=== exec_sequencer ===
===== src/rtl/exec_sequencer.sv =====
// ---------------------------------------------------------------------------
// exec_sequencer
//
// Multi-cycle instruction sequencer for a simple load/store core. Walks each
// instruction through FETCH -> DECODE -> EXEC (-> MEM (-> WB)), drives the
// datapath strobes for each step, counts retired instructions and traps into
// a sticky FAULT state when a memory handshake waits too long.
//
// Parameters
//   MEM_TIMEOUT    maximum wait cycles of one memory handshake (1..255)
//
// Ports
//   clk_i          core clock, all state changes on the rising edge
//   rst_i          synchronous active-high reset
//   run_i          start/continue request, looked at on instruction boundaries
//   ig_ex_i        decoder: skip the current instruction
//   br_en_i        decoder: instruction is a branch
//   write_rd_i     decoder: result register must be written
//   s_i            decoder: update condition flags
//   is_mem_i       decoder: single data transfer
//   ld_i           decoder: transfer is a load (1) or store (0)
//   mem_ready_i    memory handshake acknowledge
//   mem_req_o      memory request, held until acknowledged
//   mem_we_o       memory write strobe
//   addr_sel_o     memory address source, 0 = PC, 1 = data address
//   ir_load_o      capture fetched word into IR
//   pc_inc_o       PC += 4
//   pc_load_o      PC <= branch target
//   rf_we_o        register file write enable
//   flags_we_o     NZCV write enable
//   state_o        current state code
//   fault_o        sticky memory-timeout fault
//   instr_count_o  retired-instruction counter (wraps)
// ---------------------------------------------------------------------------
module exec_sequencer #(
  parameter int MEM_TIMEOUT = 15
) (
  input  logic        clk_i,
  input  logic        rst_i,
  input  logic        run_i,
  input  logic        ig_ex_i,
  input  logic        br_en_i,
  input  logic        write_rd_i,
  input  logic        s_i,
  input  logic        is_mem_i,
  input  logic        ld_i,
  input  logic        mem_ready_i,
  output logic        mem_req_o,
  output logic        mem_we_o,
  output logic        addr_sel_o,
  output logic        ir_load_o,
  output logic        pc_inc_o,
  output logic        pc_load_o,
  output logic        rf_we_o,
  output logic        flags_we_o,
  output logic [2:0]  state_o,
  output logic        fault_o,
  output logic [15:0] instr_count_o
);

  localparam logic [2:0] S_IDLE   = 3'd0;
  localparam logic [2:0] S_FETCH  = 3'd1;
  localparam logic [2:0] S_DECODE = 3'd2;
  localparam logic [2:0] S_EXEC   = 3'd3;
  localparam logic [2:0] S_MEM    = 3'd4;
  localparam logic [2:0] S_WB     = 3'd5;
  localparam logic [2:0] S_FAULT  = 3'd7;

  // Wait-counter value seen in the last allowed waiting cycle: if the memory
  // still has not answered in this cycle, the counter would reach
  // MEM_TIMEOUT, so we trap. An acknowledge in this same cycle still wins.
  localparam logic [7:0] WAIT_LAST = 8'(MEM_TIMEOUT - 1);

  logic [2:0]  state_q, state_d;
  logic [7:0]  wait_q, wait_d;
  logic [15:0] count_q, count_d;
  logic        retire;
  logic [2:0]  boundary;

  // Next-state and strobe decode. Strobes are combinational so that the
  // FETCH acknowledge can load IR and bump PC in the very cycle the memory
  // answers. The wait counter only survives while a handshake keeps waiting,
  // so it is naturally zero on every entry into FETCH or MEM.
  always_comb begin
    state_d    = state_q;
    wait_d     = '0;
    retire     = 1'b0;
    mem_req_o  = 1'b0;
    mem_we_o   = 1'b0;
    addr_sel_o = 1'b0;
    ir_load_o  = 1'b0;
    pc_inc_o   = 1'b0;
    pc_load_o  = 1'b0;
    rf_we_o    = 1'b0;
    flags_we_o = 1'b0;
    boundary   = run_i ? S_FETCH : S_IDLE;

    case (state_q)
      S_IDLE: begin
        if (run_i) state_d = S_FETCH;
      end
      S_FETCH: begin
        mem_req_o = 1'b1;
        if (mem_ready_i) begin
          ir_load_o = 1'b1;
          pc_inc_o  = 1'b1;
          state_d   = S_DECODE;
        end else if (wait_q == WAIT_LAST) begin
          state_d = S_FAULT;
        end else begin
          wait_d = wait_q + 8'd1;
        end
      end
      S_DECODE: begin
        state_d = ig_ex_i ? boundary : S_EXEC;
      end
      S_EXEC: begin
        if (br_en_i) begin
          pc_load_o = 1'b1;
          retire    = 1'b1;
          state_d   = boundary;
        end else if (is_mem_i) begin
          state_d = S_MEM;
        end else begin
          rf_we_o    = write_rd_i;
          flags_we_o = s_i;
          retire     = 1'b1;
          state_d    = boundary;
        end
      end
      S_MEM: begin
        mem_req_o  = 1'b1;
        addr_sel_o = 1'b1;
        mem_we_o   = ~ld_i;
        if (mem_ready_i) begin
          if (ld_i) begin
            state_d = S_WB;
          end else begin
            retire  = 1'b1;
            state_d = boundary;
          end
        end else if (wait_q == WAIT_LAST) begin
          state_d = S_FAULT;
        end else begin
          wait_d = wait_q + 8'd1;
        end
      end
      S_WB: begin
        rf_we_o = 1'b1;
        retire  = 1'b1;
        state_d = boundary;
      end
      S_FAULT: begin
        state_d = S_FAULT;
      end
      default: begin
        state_d = S_IDLE;
      end
    endcase

    count_d = retire ? count_q + 16'd1 : count_q;
  end

  // State registers; reset has priority over every other input.
  always_ff @(posedge clk_i) begin
    if (rst_i) begin
      state_q <= S_IDLE;
      wait_q  <= '0;
      count_q <= '0;
    end else begin
      state_q <= state_d;
      wait_q  <= wait_d;
      count_q <= count_d;
    end
  end

  assign state_o       = state_q;
  assign fault_o       = (state_q == S_FAULT);
  assign instr_count_o = count_q;

endmodule


===== config.mk =====
export PLATFORM = sky130hd
export DESIGN_NAME = exec_sequencer
export DESIGN_NICKNAME = d
export VERILOG_FILES = /design/src/rtl/exec_sequencer.sv
export SDC_FILE = /design/constraint.sdc
export NUM_CORES = 1
export LEC_CHECK = 0
export CAP_MARGIN = 20
export CORE_ASPECT_RATIO = 1.5
export CORE_MARGIN = 2
export CORE_UTILIZATION = 25
export DETAILED_ROUTE_END_ITERATION = 16
export GPL_TIMING_DRIVEN = 0
export PLACE_DENSITY = 0.46
export RECOVER_POWER = 100
export SETUP_SLACK_MARGIN = 0.05
export SLEW_MARGIN = 20
export SYNTH_ARGS = -nofsm -noshare
export SYNTH_HDL_FRONTEND = slang
export SYNTH_SLANG_ARGS = --single-unit

===== constraint.sdc =====
create_clock -name clk_i -period 1.81 [get_ports clk_i]
set_input_delay 0.4525 -clock clk_i [delete_from_list [all_inputs] [get_ports clk_i]]
set_output_delay 0.4525 -clock clk_i [all_outputs]
set_load 0.005 [all_outputs]

=== bus_dest_decoder ===
===== src/rtl/bus_dest_decoder.sv =====
// bus_dest_decoder
//   Write-side counterpart of the bus source encoder. Takes a destination
//   select code over a valid/ready handshake and drives exactly one one-hot
//   register write enable for HOLD_CYCLES cycles, then pulses done.
//   Out-of-range codes are absorbed without driving anything and are
//   reported through a sticky error flag plus the first offending code.
//
// Ports
//   clock      in   rising-edge clock
//   clear      in   synchronous reset, active low
//   sel_valid  in   select code presented
//   sel_code   in   destination code (0-15 r0-r15, 16 HI, 17 LO, 18 Z_HI,
//                   19 Z_LO, 20 PC, 21 MDR, 22 InPort, 23 Cout)
//   sel_ready  out  decoder can accept a code
//   dest_en    out  one-hot write enable, bit k = code k
//   busy       out  decoder is driving or completing a transfer
//   done       out  one-cycle pulse after the enable deasserts
//   err_flag   out  sticky: an out-of-range code was accepted
//   err_code   out  first out-of-range code accepted since reset
//
// All outputs are registered from the FSM state, so they trail the state
// by one cycle.

module bus_dest_decoder #(
    parameter int NUM_DEST    = 24,
    parameter int SEL_W       = 5,
    parameter int HOLD_CYCLES = 1
) (
    input  logic                clock,
    input  logic                clear,
    input  logic                sel_valid,
    input  logic [SEL_W-1:0]    sel_code,
    output logic                sel_ready,
    output logic [NUM_DEST-1:0] dest_en,
    output logic                busy,
    output logic                done,
    output logic                err_flag,
    output logic [SEL_W-1:0]    err_code
);

    typedef enum logic [1:0] {
        IDLE  = 2'd0,
        DRIVE = 2'd1,
        DONE  = 2'd2
    } stateT;

    stateT               state;
    stateT               nextState;
    logic [3:0]          holdCnt;
    logic [SEL_W-1:0]    latchedCode;
    logic                accept;
    logic                codeLegal;
    logic                takeLegal;
    logic                readyNext;
    logic [NUM_DEST-1:0] destEnNext;

    assign accept    = sel_valid & sel_ready;
    assign codeLegal = (32'(sel_code) < 32'(NUM_DEST));
    assign takeLegal = accept & codeLegal;

    // sel_ready is only ever high in IDLE, so an accept always happens there.
    // Ready drops the same edge a legal code is taken; illegal codes leave
    // it up so one can be absorbed every cycle.
    assign readyNext = (state == IDLE) && !takeLegal;

    // One comparator per destination keeps the enable one-hot by construction.
    for (genvar k = 0; k < NUM_DEST; k++) begin : gDest
        assign destEnNext[k] = (state == DRIVE) && (latchedCode == SEL_W'(k));
    end

    // State register
    always_ff @(posedge clock) begin
        if (!clear) state <= IDLE;
        else        state <= nextState;
    end

    // Next-state logic
    always_comb begin
        nextState = state;
        case (state)
            IDLE:    if (takeLegal) nextState = DRIVE;
            DRIVE:   if (holdCnt == 4'd0) nextState = DONE;
            DONE:    nextState = IDLE;
            default: nextState = IDLE;
        endcase
    end

    // Datapath and registered outputs
    always_ff @(posedge clock) begin
        if (!clear) begin
            holdCnt     <= 4'd0;
            latchedCode <= '0;
            dest_en     <= '0;
            done        <= 1'b0;
            busy        <= 1'b0;
            sel_ready   <= 1'b0;
            err_flag    <= 1'b0;
            err_code    <= '0;
        end else begin
            if (takeLegal) begin
                latchedCode <= sel_code;
                holdCnt     <= 4'(HOLD_CYCLES - 1);
            end else if (state == DRIVE && holdCnt != 4'd0) begin
                holdCnt <= holdCnt - 4'd1;
            end

            dest_en   <= destEnNext;
            done      <= (state == DONE);
            busy      <= (state != IDLE);
            sel_ready <= readyNext;

            // First error wins: the code is captured only while the flag is clear.
            if (accept && !codeLegal) begin
                err_flag <= 1'b1;
                if (!err_flag) err_code <= sel_code;
            end
        end
    end

endmodule

===== config.mk =====
export PLATFORM = sky130hd
export DESIGN_NAME = bus_dest_decoder
export DESIGN_NICKNAME = d
export VERILOG_FILES = /design/src/rtl/bus_dest_decoder.sv
export SDC_FILE = /design/constraint.sdc
export NUM_CORES = 1
export LEC_CHECK = 0
export CAP_MARGIN = 30
export CORE_UTILIZATION = 41
export DETAILED_ROUTE_END_ITERATION = 8
export PLACE_DENSITY = 0.8
export SYNTH_ARGS = -nofsm -noshare
export SYNTH_HDL_FRONTEND = slang
export SYNTH_SLANG_ARGS = --single-unit

===== constraint.sdc =====
create_clock -name clock -period 1.9 [get_ports clock]
set_clock_uncertainty 0.1 [all_clocks]
set_input_delay 0.285 -clock clock [delete_from_list [all_inputs] [get_ports clock]]
set_output_delay 0.285 -clock clock [all_outputs]
set_load 0.03 [all_outputs]

=== blink_sequencer ===
## config.mk

```make
export PLATFORM = sky130hd
export DESIGN_NAME = blink_sequencer
export DESIGN_NICKNAME = d
export VERILOG_FILES = /design/src/rtl/blink_sequencer.sv
export SDC_FILE = /design/constraint.sdc
export NUM_CORES = 1
export LEC_CHECK = 0
export ABC_AREA = 1
export CAP_MARGIN = 5
export CORE_ASPECT_RATIO = 0.9
export CORE_MARGIN = 4
export CORE_UTILIZATION = 50
export DETAILED_ROUTE_END_ITERATION = 16
export GPL_TIMING_DRIVEN = 0
export PLACE_DENSITY = 0.68
export SYNTH_ARGS = -nofsm -noshare
export SYNTH_HDL_FRONTEND = slang
export SYNTH_SLANG_ARGS = --single-unit
```

## constraint.sdc

```tcl
create_clock -name clk -period 2.7 [get_ports clk]
set_input_delay 0.27 -clock clk [delete_from_list [all_inputs] [get_ports clk]]
set_output_delay 0.27 -clock clk [all_outputs]
set_load 0.1 [all_outputs]
```

## src/rtl/blink_sequencer.sv

```systemverilog
// blink_sequencer: command-programmable 8-step blink pattern scheduler
// driving one registered LED output on prescaled ticks.
module blink_sequencer #(
    parameter int         PRE_LSB_BITS   = 8,
    parameter logic [7:0] RESET_PRESCALE = 8'd0
) (
    input  logic       clk,
    input  logic       rst_n,
    input  logic       cmd_valid,
    output logic       cmd_ready,
    input  logic [1:0] cmd_op,
    input  logic [7:0] cmd_data,
    output logic       blink_out,
    output logic       busy,
    output logic [2:0] step_idx,
    output logic       done
);
    localparam int CW = 8 + PRE_LSB_BITS;
    typedef enum logic [1:0] {IDLE, RUN, PAUSE} state_t;
    state_t        state_q;
    logic [7:0]    level_q;
    logic [3:0]    dur_q [8];
    logic [2:0]    last_q, step_q, step_d;
    logic [7:0]    pre_q, act_q;
    logic [CW-1:0] cnt_q;
    logic [4:0]    rem_q, rem_d;
    logic          os_q, blink_q, done_q;
    logic          acc, ctrl, tick, start, last_step;
    assign busy      = state_q != IDLE;
    assign cmd_ready = !(busy && !cmd_op[1]);
    assign acc       = cmd_valid && cmd_ready;
    assign ctrl      = acc && cmd_op == 2'd3;
    // act_q is the period in force; a new prescale is adopted only at a wrap
    assign tick      = state_q == RUN && cnt_q == {act_q, {PRE_LSB_BITS{1'b1}}};
    assign start     = ctrl && (cmd_data[2] || (state_q == IDLE && cmd_data[0]));
    assign last_step = step_q == last_q;
    assign step_d    = (start || last_step) ? 3'd0 : step_q + 3'd1;
    assign rem_d     = dur_q[step_d] == 4'd0 ? 5'd16 : {1'b0, dur_q[step_d]};
    assign blink_out = blink_q;
    assign step_idx  = step_q;
    assign done      = done_q;
    always_ff @(posedge clk) begin
        if (!rst_n) begin
            state_q <= IDLE;
            level_q <= '0;
            for (int i = 0; i < 8; i++) dur_q[i] <= '0;
            last_q  <= '0;
            step_q  <= '0;
            pre_q   <= RESET_PRESCALE;
            act_q   <= RESET_PRESCALE;
            cnt_q   <= '0;
            rem_q   <= '0;
            os_q    <= 1'b0;
            blink_q <= 1'b0;
            done_q  <= 1'b0;
        end else begin
            done_q <= 1'b0;
            if (acc && cmd_op == 2'd0) begin
                level_q[cmd_data[7:5]] <= cmd_data[4];
                dur_q[cmd_data[7:5]]   <= cmd_data[3:0];
            end
            if (acc && cmd_op == 2'd1) last_q <= cmd_data[2:0];
            if (acc && cmd_op == 2'd2) pre_q <= cmd_data;
            if (start) begin
                state_q <= RUN;
                step_q  <= step_d;
                rem_q   <= rem_d;
                cnt_q   <= '0;
                act_q   <= pre_q;
                blink_q <= level_q[step_d];
                os_q    <= cmd_data[1];
            end else if (ctrl) begin
                if (state_q == IDLE) os_q <= cmd_data[1];
                else if (!cmd_data[0]) state_q <= PAUSE;
                else if (state_q == PAUSE) state_q <= RUN;
                else begin
                    // CTRL in RUN swallows a coincident tick but the counter keeps time
                    cnt_q <= tick ? '0 : cnt_q + CW'(1);
                    act_q <= tick ? pre_q : act_q;
                end
            end else if (tick) begin
                cnt_q <= '0;
                act_q <= pre_q;
                if (rem_q > 5'd1) rem_q <= rem_q - 5'd1;
                else if (!last_step || !os_q) begin
                    step_q  <= step_d;
                    rem_q   <= rem_d;
                    blink_q <= level_q[step_d];
                end else begin
                    state_q <= IDLE;
                    step_q  <= '0;
                    rem_q   <= '0;
                    blink_q <= 1'b0;
                    done_q  <= 1'b1;
                end
            end else if (state_q == RUN) cnt_q <= cnt_q + CW'(1);
        end
    end
endmodule

```


## Gallery

The metal 2 layer.
image #1
(4 px per micron) Cells faint in the background.
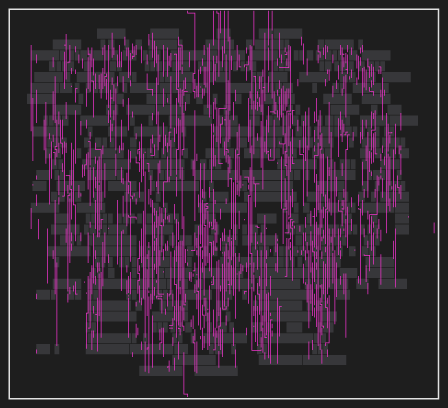
image #2
(8 px per micron) Cells faint in the background.
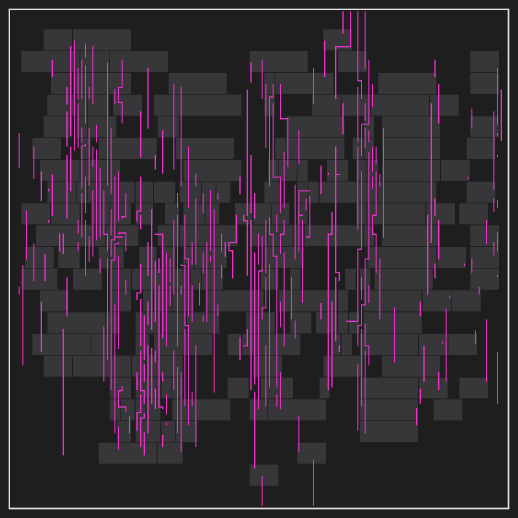
image #3
(4 px per micron) Cells faint in the background.
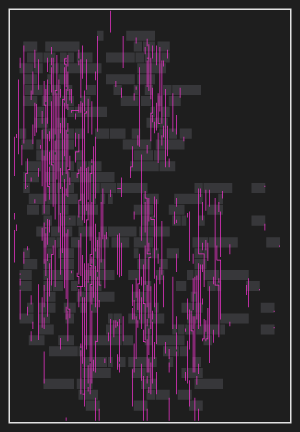
blink_sequencer is image #1.
exec_sequencer is image #3.
bus_dest_decoder is image #2.
The one with the smallest die is image #2.
The one with the largest die is image #1.

Figure 1. Wiring heat map (exec_sequencer).
(4 px per micron) The die is cut into 14 by 21 equal tiles; dark blue is low, red is high, scaled to the fullest tile. Values are wire area over tile area, all layers added.
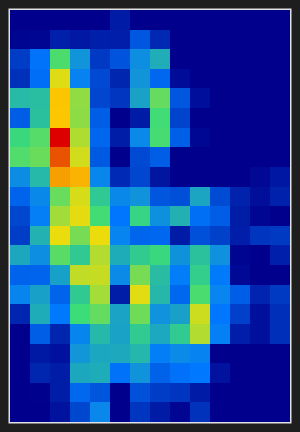
- fullest tile: 0.48
- densest ninth of the die: left middle
- nearly empty tiles: 31%
- tiles over half the peak: 13%
- mean over tiles: 0.10
- emptiest ninth of the die: top right
Vias: 1,607
total track usage: 13.2%
wire length per cell: 13.8 microns

==> impl_metrics.json, exec_sequencer <==
{
  "status": "complete, no violations",
  "numCtsBuffers": 3,
  "rsz0062_at_grt": "yes",
  "mux_area_share_pct": 9.66,
  "seq_cells": 27,
  "ff_type": "dfxtp_1",
  "p_comb_mw": 0.132,
  "groute.layer.met3.usage_pct": 1.17,
  "hold_viol": 0,
  "fp_util_pct": 25.5,
  "cap_violations": 0,
  "seq_share_pct": 23.2,
  "warning_count": 29,
  "cts_tree": "yes",
  "finalCriticalPeriod_ns": 1.76,
  "layout_top_cells": "dfxtp_1, clkdlybuf4s50_1, buf_4",
  "vias_per_cell": 4.83,
  "yosys.area.top_type": "dfxtp_1",
  "p_clk_share_pct": 32.3,
  "first_pass_iters": 4,
  "synth_cells": 198,
  "path_depth": 7,
  "drt-total-wl_microns": 4600,
  "crit_fanout": 5,
  "hold_buffers": 0,
  "cp.arrival_ns": 1.93,
  "ys.flops": 27,
  "crit_family": "buffers and inverters",
  "crit_buf_inv": 3,
  "yosys-top-cells-count": "dfxtp_1, nor2_1, nor2b_1",
  "worstMarginPinSlew_ns": 0.554,
  "grt_first_pass_wirelength_microns": 7650,
  "num_rows": 36,
  "ys_sh_xor_pct": 3.22,
  "ff_latch_area_sq_um": 557,
  "fmax_ghz": 0.570,
  "p_seq_share_pct": 55.5,
  "yosys_warnings": 0,
  "fp.dieH_microns": 103,
  "grt_max_degree": 15,
  "logic_gates": 156,
  "n_fill_cell": 669,
  "clock_latency_ns": 0.27,
  "place_ws_ns": -0.701,
  "highest_layer": "met4",
  "hold-path-endpoint": "wait_q[0]",
  "clk_share_pct": 1.88,
  "cts_setup_buffers": 15,
  "power_mw": 1.08,
  "critPathKind": "reg -> reg",
  "final_util_pct": 37.5,
  "setup_viol": 0,
  "cp_data_required_time_ns": 1.98,
  "antenna_found_initial": 0,
  "grt_pass1_vias": 1683,
  "met1_length_microns": 1900,
  "comb_area_share_pct": 46.2,
  "pg_clk_mw": 0.348,
  "finalCritPeriodShare_pct": 97.0,
  "clkTransAtPathRegs_ns": 0.10,
  "setup_slack_ns": 0.0541,
  "numClockSinks": 27,
  "grtUsageMet2_pct": 25.9
}
-- exec_sequencer: how the worst max path moves through the flow --
stage	startpoint	endpoint	slack [ns]
finish	state_o[1]	instr_count_o[14]	0.05
global route	state_o[1]	instr_count_o[14]	-0.02
CTS	state_o[1]	instr_count_o[14]	0.04
detailed placement	mem_ready_i	pc_inc_o	-0.70
global placement	mem_ready_i	pc_inc_o	-0.71
floorplan	state_o[2]	instr_count_o[14]	0.17
-- exec_sequencer: sequential cells by signal, summed over array words and instances, names as in the netlist --
register,flops
state_o,3
instr_count_o,16
wait_q,8
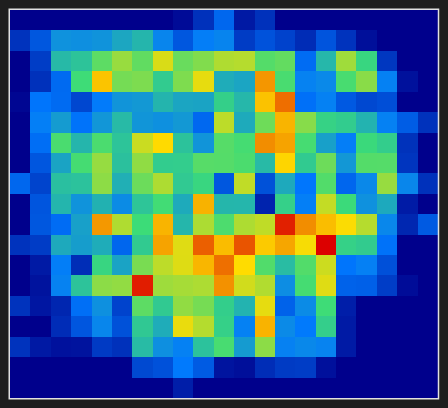
Figure 2: blink_sequencer, wiring heat map.
(4 px per micron) The die is cut into 21 by 19 equal tiles; dark blue is low, red is high, scaled to the fullest tile. Values are wire area over tile area, all layers added.
- densest ninth of the die: middle
- fullest tile: 0.52
- tiles over half the peak: 27%
- nearly empty tiles: 22%
Total Wirelength: 10,600 microns
total track usage: 21.5%
Vias: 3,797
wire length per cell: 14.6 microns

==> impl_metrics.json, blink_sequencer <==
{
  "groute.layer.met3.usage_pct": 3.80,
  "first_pass_iters": 5,
  "core_sq_um": 8570,
  "cap_violations": 0,
  "rsz0062_at_grt": "no",
  "vias_per_cell": 5.22,
  "syn-mean-instance-area_sq_um": 7.66,
  "cp_data_required_time_ns": 2.43,
  "largest_register": "dur_q",
  "ant_nets": 0,
  "finalCritPeriodShare_pct": 89.8,
  "highest_layer": "met4",
  "ff_latch_area_sq_um": 2080,
  "crit_fanout": 5,
  "logic_family": "simple AND/OR/NAND/NOR gates",
  "ys_sh_adder_pct": 1.14,
  "p_leak_nw": 2.10,
  "ys_sh_xor_pct": 1.79,
  "yosysCellCount": 575,
  "critPathLaunch": "state_q[0]",
  "pg_clk_mw": 0.864,
  "min-delay-path-class": "in -> reg",
  "met1_length_microns": 5150,
  "antenna_found_initial": 0,
  "yosysChipArea_sq_um": 4400,
  "die_area_sq_um": 10400,
  "synthAoiAreaFrac_pct": 10.9,
  "ff_type": "dfxtp_1",
  "worstMarginPinSlew_ns": 0.972,
  "n_fill_cell": 838,
  "cp.arrival_ns": 2.16,
  "synth_cells": 575,
  "grtUsageMet1_pct": 31.4,
  "numClockSinks": 88,
  "grt_max_degree": 16,
  "p_comb_mw": 0.397,
  "top_regs": "dur_q x32, cnt_q x16",
  "cts_setup_buffers": 0,
  "p_seq_share_pct": 53.4,
  "synth_top_area_share_pct": 25.5,
  "placed_cells": 712,
  "wl_met2_microns": 4760,
  "r2r-end": "act_q[4]",
  "status": "complete, no violations",
  "reg2reg_slack_ns": 0.45,
  "fin_skew_ns": 0.0102,
  "synth.cell_area_sq_um": 4400,
  "layout.area.comb_sq_um": 1930,
  "lay_top_count": "nand2_1",
  "gp_congestion": 0.883,
  "final_area_sq_um": 4910,
  "switching_share_pct": 29.5,
  "area_growth_pct": 11.6,
  "async_flop_share_pct": 0,
  "drc_errors": 0,
  "ys.flops": 88,
  "hold_depth": 3,
  "final_util_pct": 57.3,
  "num_rows": 32,
  "diodes": 0,
  "hold_buffers": 0,
  "p_sw_mw": 0.799,
  "synth.most_common_cell": "nand2_1",
  "largest_reg_flops": 32,
  "io_pins": 20,
  "critPathKind": "reg -> out",
  "min_from": "rst_n",
  "setup_slack_ns": 0.275,
  "maxSlewViolCount": 0,
  "combPwrFrac_pct": 14.7
}
## blink_sequencer: final cells by class
| cell class | count | share of cell area [%] |
|---|---|---|
| clock buffers | 10 | 2.80 |
| well taps | 119 | 3.03 |
| flip-flops and latches | 88 | 42.4 |
| inverters | 79 | 6.04 |
| repair buffers | 18 | 3.67 |
| multi-input cells | 392 | 39.4 |
| clock inverters | 6 | 0.840 |
| plain buffers | 16 | 1.88 |
## blink_sequencer: critical path, cell delays in order (launching register included)
cell and delay [ns]:
dfxtp_1 0.37, inv_2 0.07, nand2_2 0.10, nand2_2 0.11, clkdlybuf4s50_1 1.14
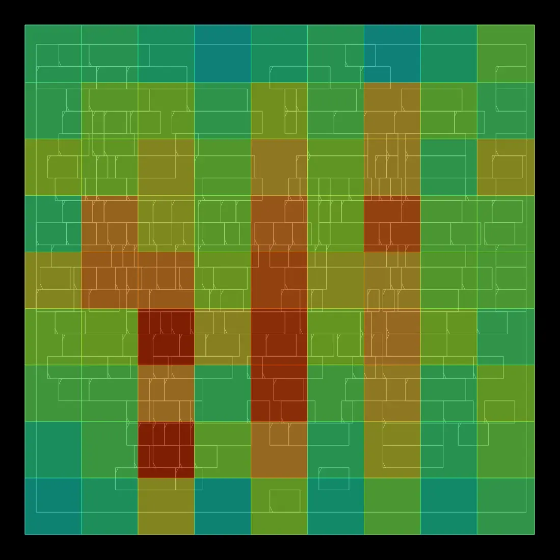
Figure 3: bus_dest_decoder, routing congestion.
GR Util met2: 29.8%
Core Util, Final: 59.5%
wire length per cell: 12.2 microns
layer with the highest usage: met2
M3 GR Usage: 5.88%

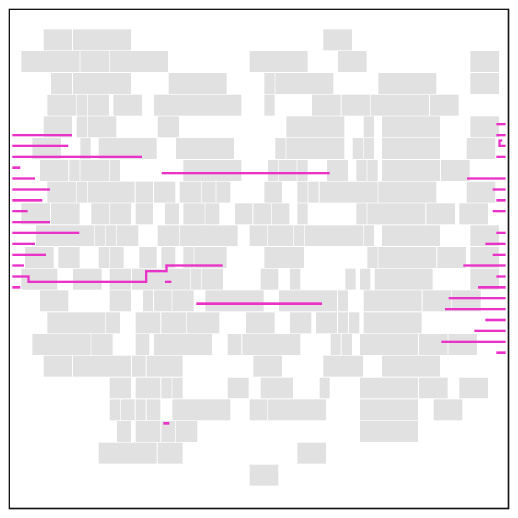
Figure 4: bus_dest_decoder, met3 routing.
(8 px per micron) Cells faint in the background.
- longest straight run: 20.7 microns
- main direction: horizontal
Total Wirelength: 2930 microns
Vias: 1,186

==> impl_metrics.json, bus_dest_decoder <==
{
  "synth_cells": 148,
  "path_depth": 1,
  "worstMarginPinSlew_ns": 0.441,
  "critPathLaunch": "err_flag",
  "seq_cells": 44,
  "reg2reg_from": "holdCnt[0]",
  "area_growth_pct": 36.6,
  "mux_area_share_pct": 2.02,
  "clkTransAtPathRegs_ns": 0.13,
  "p_leak_nw": 0.749,
  "setup_viol": 0,
  "post_dp_cell_area_sq_um": 1940,
  "ctsHtreeMaxLevel": 2,
  "top_regs": "dest_en x24, err_code x5, latchedCode x5",
  "comb_area_share_pct": 27.5,
  "critPathKind": "reg -> out",
  "io_pins": 41,
  "grtUsageMet1_pct": 17.2,
  "rsz0062_at_grt": "no",
  "slowest_delay_ns": 0.70,
  "yosysCellCount": 148,
  "finalSetupTns_ns": 0,
  "switching_share_pct": 21.8,
  "setup_slack_ns": 0.0492,
  "crit_fanout": 3,
  "power_mw": 1.66,
  "cp.arrival_ns": 1.47,
  "ant_nets": 0,
  "hpwlAfterDp_microns": 2200,
  "syn_nets": 157,
  "tap-cell-count": 46,
  "nNonClkInverters": 3,
  "lay_top_count": "dfxtp_1",
  "yosys.area.top_type": "dfxtp_1",
  "syn-mean-instance-area_sq_um": 10.0,
  "track_usage_pct": 16.0,
  "grt-ovfl-total": 0,
  "powerSeq_mw": 0.952,
  "power.internal_mw": 1.30,
  "met1_length_microns": 1230,
  "core_sq_um": 3420,
  "reg2reg_slack_ns": 0.25,
  "logic_gates": 94,
  "instances_no_fill": 239,
  "cp-start-kind": "flop",
  "min-delay-path-class": "reg -> reg",
  "n_fill_cell": 293,
  "logic_family": "simple AND/OR/NAND/NOR gates",
  "fmax_ghz": 0.540,
  "area_dominant_class": "flip-flops and latches",
  "drtIter0Drc": 20,
  "cts_tree": "yes",
  "seq_share_pct": 43.4,
  "min_from": "err_code[1]",
  "synthAoiAreaFrac_pct": 10.3,
  "p_comb_mw": 0.110,
  "status": "complete, no violations",
  "met3RoutedLength_microns": 182,
  "clock_buffers": 6,
  "place_ws_ns": 0.0979,
  "io_buffer_count": 40,
  "slew_headroom_pct": 70.5
}
-- bus_dest_decoder: synth_stat cells (all sizes together) --
master	number
a21oi	4
nand3b	1
nand4	4
ha	1
clkbuf	4
or2	1
nand2b	3
nor2	29
o21a	4
a311oi	1
o21ai	5
and2	2
nand3	2
or4b	1
or3b	1
mux2i	3
inv	3
dfxtp	44
a21o	1
nand4b	2
a21boi	4
or4	2
o41ai	1
nor2b	1
and4b	1
and3b	1
nand2	12
nor3	4
buf	3
or2b	1
o221a	2
-- bus_dest_decoder: timing repair --
action | in CTS | in global routing
resized | 0 | 1
setup buffers | 0 | 0
endpoints found under the setup margin | 0 | 1

=== booth_seq_ctrl ===
Figure 5. Wiring heat map (booth_seq_ctrl).
(4 px per micron) The die is cut into 15 by 15 equal tiles; dark blue is low, red is high, scaled to the fullest tile. Values are wire area over tile area, all layers added.
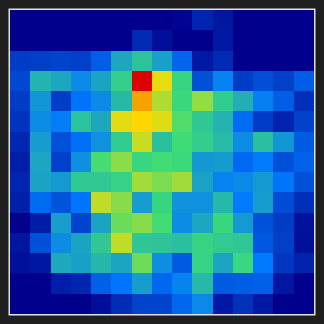
<file path="config.mk">
export PLATFORM = sky130hd
export DESIGN_NAME = booth_seq_ctrl
export DESIGN_NICKNAME = d
export VERILOG_FILES = /design/src/rtl/booth_seq_ctrl_pkg.sv /design/src/rtl/booth_iter_step.sv /design/src/rtl/booth_seq_ctrl.sv
export SDC_FILE = /design/constraint.sdc
export NUM_CORES = 1
export LEC_CHECK = 0
export CAP_MARGIN = 0
export CORE_UTILIZATION = 40
export DETAILED_ROUTE_END_ITERATION = 10
export PLACE_DENSITY = 0.73
export SLEW_MARGIN = 0
export SYNTH_ARGS = -nofsm -noshare
export SYNTH_HDL_FRONTEND = slang
export SYNTH_SLANG_ARGS = --single-unit
</file>
<file path="constraint.sdc">
create_clock -name clk -period 2.69 [get_ports clk]
set_clock_uncertainty 0.15 [all_clocks]
set_input_delay 0.4035 -clock clk [delete_from_list [all_inputs] [get_ports clk]]
set_output_delay 0.4035 -clock clk [all_outputs]
set_load 0.03 [all_outputs]
</file>
<file path="src/rtl/booth_seq_ctrl_pkg.sv">
// Shared types and constants for the sequential radix-2 Booth multiplier.
package booth_seq_ctrl_pkg;

  localparam int WIDTH_DEFAULT = 8;

  typedef enum logic [1:0] {
    ST_IDLE = 2'd0,
    ST_RUN  = 2'd1,
    ST_DONE = 2'd2
  } state_e;

endpackage

</file>
<file path="src/rtl/booth_iter_step.sv">
// One radix-2 Booth iteration: conditional add/sub of M into acc, then an
// arithmetic right shift of {acc, Q, q_-1}.
module booth_iter_step #(
  parameter int WIDTH = 8
) (
  input  logic [WIDTH-1:0] acc_i,
  input  logic [WIDTH-1:0] q_i,
  input  logic             qm1_i,
  input  logic [WIDTH-1:0] m_i,
  output logic [WIDTH-1:0] acc_o,
  output logic [WIDTH-1:0] q_o,
  output logic             qm1_o
);

  logic [WIDTH-1:0] addend;
  logic             cin;
  logic [WIDTH-1:0] sum;
  logic             ovf;
  logic             sign;

  always_comb begin
    addend = '0;
    cin    = 1'b0;
    unique case ({q_i[0], qm1_i})
      2'b10: begin
        addend = ~m_i;
        cin    = 1'b1;
      end
      2'b01: addend = m_i;
      default: ;
    endcase
  end

  assign sum = acc_i + addend + WIDTH'(cin);

  // The wrapped sum stays in acc, but the bit shifted into the MSB must be the
  // sign of the true result, otherwise M = -2^(WIDTH-1) gives the wrong product.
  assign ovf  = (acc_i[WIDTH-1] == addend[WIDTH-1]) && (sum[WIDTH-1] != acc_i[WIDTH-1]);
  assign sign = sum[WIDTH-1] ^ ovf;

  assign acc_o = {sign, sum[WIDTH-1:1]};
  assign q_o   = {sum[0], q_i[WIDTH-1:1]};
  assign qm1_o = q_i[0];

endmodule

</file>
<file path="src/rtl/booth_seq_ctrl.sv">
// Sequential signed multiplier controller: valid/ready operand intake,
// WIDTH Booth iterations through one shared step, held product output.
//   state   | meaning
//   IDLE    | waiting for an operand pair, start_ready high
//   RUN     | one Booth iteration per cycle, busy high
//   DONE    | product valid, held until result_ready
module booth_seq_ctrl
  import booth_seq_ctrl_pkg::*;
#(
  parameter int WIDTH = WIDTH_DEFAULT
) (
  input  logic               clk,
  input  logic               rst,
  input  logic               start_valid,
  output logic               start_ready,
  input  logic [WIDTH-1:0]   multiplier,
  input  logic [WIDTH-1:0]   multiplicand,
  output logic               result_valid,
  input  logic               result_ready,
  output logic [2*WIDTH-1:0] product,
  output logic               busy
);

  localparam int             CW   = $clog2(WIDTH);
  localparam logic [CW-1:0]  LAST = CW'(WIDTH - 1);

  state_e             state_q, state_d;
  logic [WIDTH-1:0]   acc_q, acc_d;
  logic [WIDTH-1:0]   q_q, q_d;
  logic               qm1_q, qm1_d;
  logic [WIDTH-1:0]   m_q, m_d;
  logic [CW-1:0]      cnt_q, cnt_d;
  logic [2*WIDTH-1:0] prod_q, prod_d;

  logic [WIDTH-1:0]   acc_n;
  logic [WIDTH-1:0]   q_n;
  logic               qm1_n;

  booth_iter_step #(.WIDTH(WIDTH)) u_step (
    .acc_i (acc_q),
    .q_i   (q_q),
    .qm1_i (qm1_q),
    .m_i   (m_q),
    .acc_o (acc_n),
    .q_o   (q_n),
    .qm1_o (qm1_n)
  );

  always_ff @(posedge clk) begin
    if (rst) begin
      state_q <= ST_IDLE;
      acc_q   <= '0;
      q_q     <= '0;
      qm1_q   <= 1'b0;
      m_q     <= '0;
      cnt_q   <= '0;
      prod_q  <= '0;
    end else begin
      state_q <= state_d;
      acc_q   <= acc_d;
      q_q     <= q_d;
      qm1_q   <= qm1_d;
      m_q     <= m_d;
      cnt_q   <= cnt_d;
      prod_q  <= prod_d;
    end
  end

  always_comb begin
    state_d = state_q;
    acc_d   = acc_q;
    q_d     = q_q;
    qm1_d   = qm1_q;
    m_d     = m_q;
    cnt_d   = cnt_q;
    prod_d  = prod_q;

    unique case (state_q)
      ST_IDLE: begin
        if (start_valid) begin
          m_d     = multiplicand;
          q_d     = multiplier;
          acc_d   = '0;
          qm1_d   = 1'b0;
          cnt_d   = '0;
          state_d = ST_RUN;
        end
      end
      ST_RUN: begin
        acc_d = acc_n;
        q_d   = q_n;
        qm1_d = qm1_n;
        // Counter parks at LAST; the product is captured on the final step.
        if (cnt_q == LAST) begin
          prod_d  = {acc_n, q_n};
          state_d = ST_DONE;
        end else begin
          cnt_d = cnt_q + 1'b1;
        end
      end
      ST_DONE: begin
        if (result_ready) state_d = ST_IDLE;
      end
      default: state_d = ST_IDLE;
    endcase
  end

  assign start_ready  = (state_q == ST_IDLE);
  assign result_valid = (state_q == ST_DONE);
  assign busy         = (state_q == ST_RUN);
  assign product      = prod_q;

endmodule

</file>
==> impl_metrics.json <==
{
  "core_sq_um": 5200,
  "groute.layer.met3.usage_pct": 3.71,
  "grt-ovfl-total": 0,
  "highest_layer": "met4",
  "violations": "setup timing",
  "drtIter0Drc": 96,
  "status": "complete, but fails checks",
  "vias_per_cell": 5.12,
  "hold_viol": 0,
  "grt_first_pass_wirelength_microns": 8980,
  "drive_above_1_share_pct": 18.4,
  "endpoint_kind": "flop",
  "edf_count": 0,
  "layout.area.comb_sq_um": 1300,
  "ant_nets": 0,
  "place_ws_ns": -0.175,
  "min-delay-path-class": "reg -> reg",
  "first_pass_iters": 4,
  "syn_nets": 309,
  "grt_pass1_vias": 1969,
  "fmax_ghz": 0.363,
  "pg_clk_mw": 0.527,
  "worstMarginPinSlew_ns": 0.710,
  "warning_count": 28,
  "die_x_microns": 76.0,
  "placed_cells": 392,
  "min_from": "product[10]",
  "crit_top_cell": "nor2_1",
  "crit_path_cell_trace": "nor2b_4 -> buf_6 -> buf_4 -> nand2_1 -> o21ai_0 -> ha_1 -> nand4_1 -> a211oi_2 -> a311oi_2 -> fa_1 -> nor2_1 -> a21oi_1 -> nor2_1",
  "n_fill_cell": 471,
  "yosys.area.top_type": "dfxtp_1",
  "p_seq_share_pct": 46.9,
  "cts_tree": "yes",
  "path_depth": 13,
  "finalCriticalPeriod_ns": 2.76,
  "die_area_sq_um": 5780,
  "fp_util_pct": 42.1,
  "reg2reg_from": "qm1_q",
  "area_leaders": "dfxtp_1, nand2_1, a21oi_1",
  "finalCritPeriodShare_pct": 103,
  "met3RoutedLength_microns": 204,
  "diodes": 0,
  "num_vias": 2084,
  "ff_latch_area_sq_um": 926,
  "power_mw": 1.57,
  "setup_viol": 1,
  "syn-mean-instance-area_sq_um": 7.88,
  "setup_slack_ns": -0.0675
}
Notes on Figure 5 above:
- emptiest ninth of the die: top right
- mean over tiles: 0.14
- tiles over half the peak: 11%
Total Wirelength: 5190 microns
wire length per cell: 12.8 microns
total track usage: 18.9%

## area by class of cell
type                            count  share of cell area [%]
Tap cell                           70                    2.87
Multi-Input combinational cell    212                    42.5
Clock inverter                      3                    1.43
Timing Repair Buffer               66                    20.0
Clock buffer                        5                    2.25
Sequential cell                    46                    30.3
Inverter                            5                   0.615
## logic make-up after synthesis
| kind of cell | after synthesis | synth area share, % |
|---|---|---|
| flops | 46 | 42.0 |
| simple gates | 127 | 25.4 |
| compound gates | 69 | 19.8 |
| fa+ha+maj | 11 | 6.97 |
| mux | 1 | 0.457 |
| xor+xnor | 4 | 1.60 |
| buf+inv | 20 | 3.77 |


## Gallery

Pin map.
shot_01.png
(4 px per micron) Pins as bars across the die edge, other pins in gray.
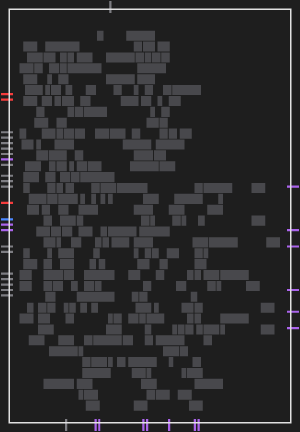
shot_02.png
(4 px per micron) Pins as bars across the die edge, other pins in gray.
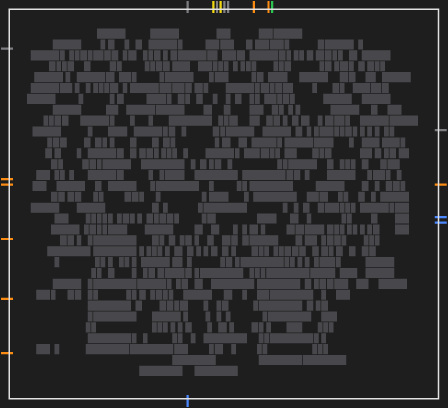
shot_03.png
(6 px per micron) Pins as bars across the die edge, other pins in gray.
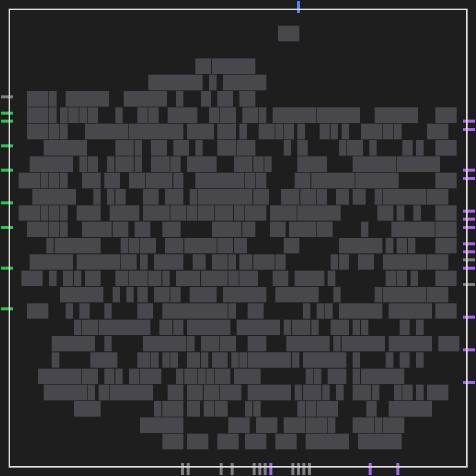
shot_04.png
(8 px per micron) Pins as bars across the die edge, other pins in gray.
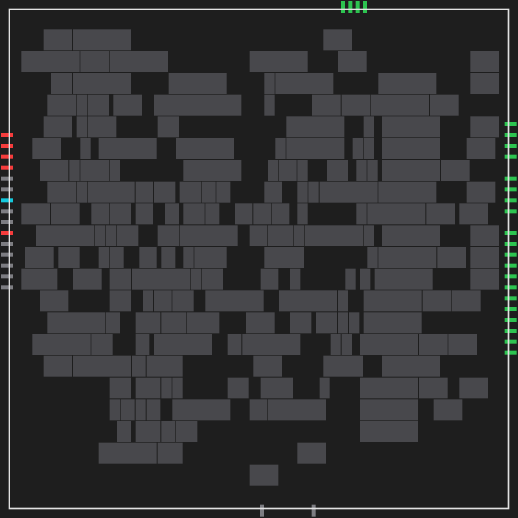
| picture | from |
|---|---|
| shot_02.png | blink_sequencer |
| shot_04.png | bus_dest_decoder |
| shot_03.png | booth_seq_ctrl |
| shot_01.png | exec_sequencer |
The one with the fewest pins is shot_02.png.

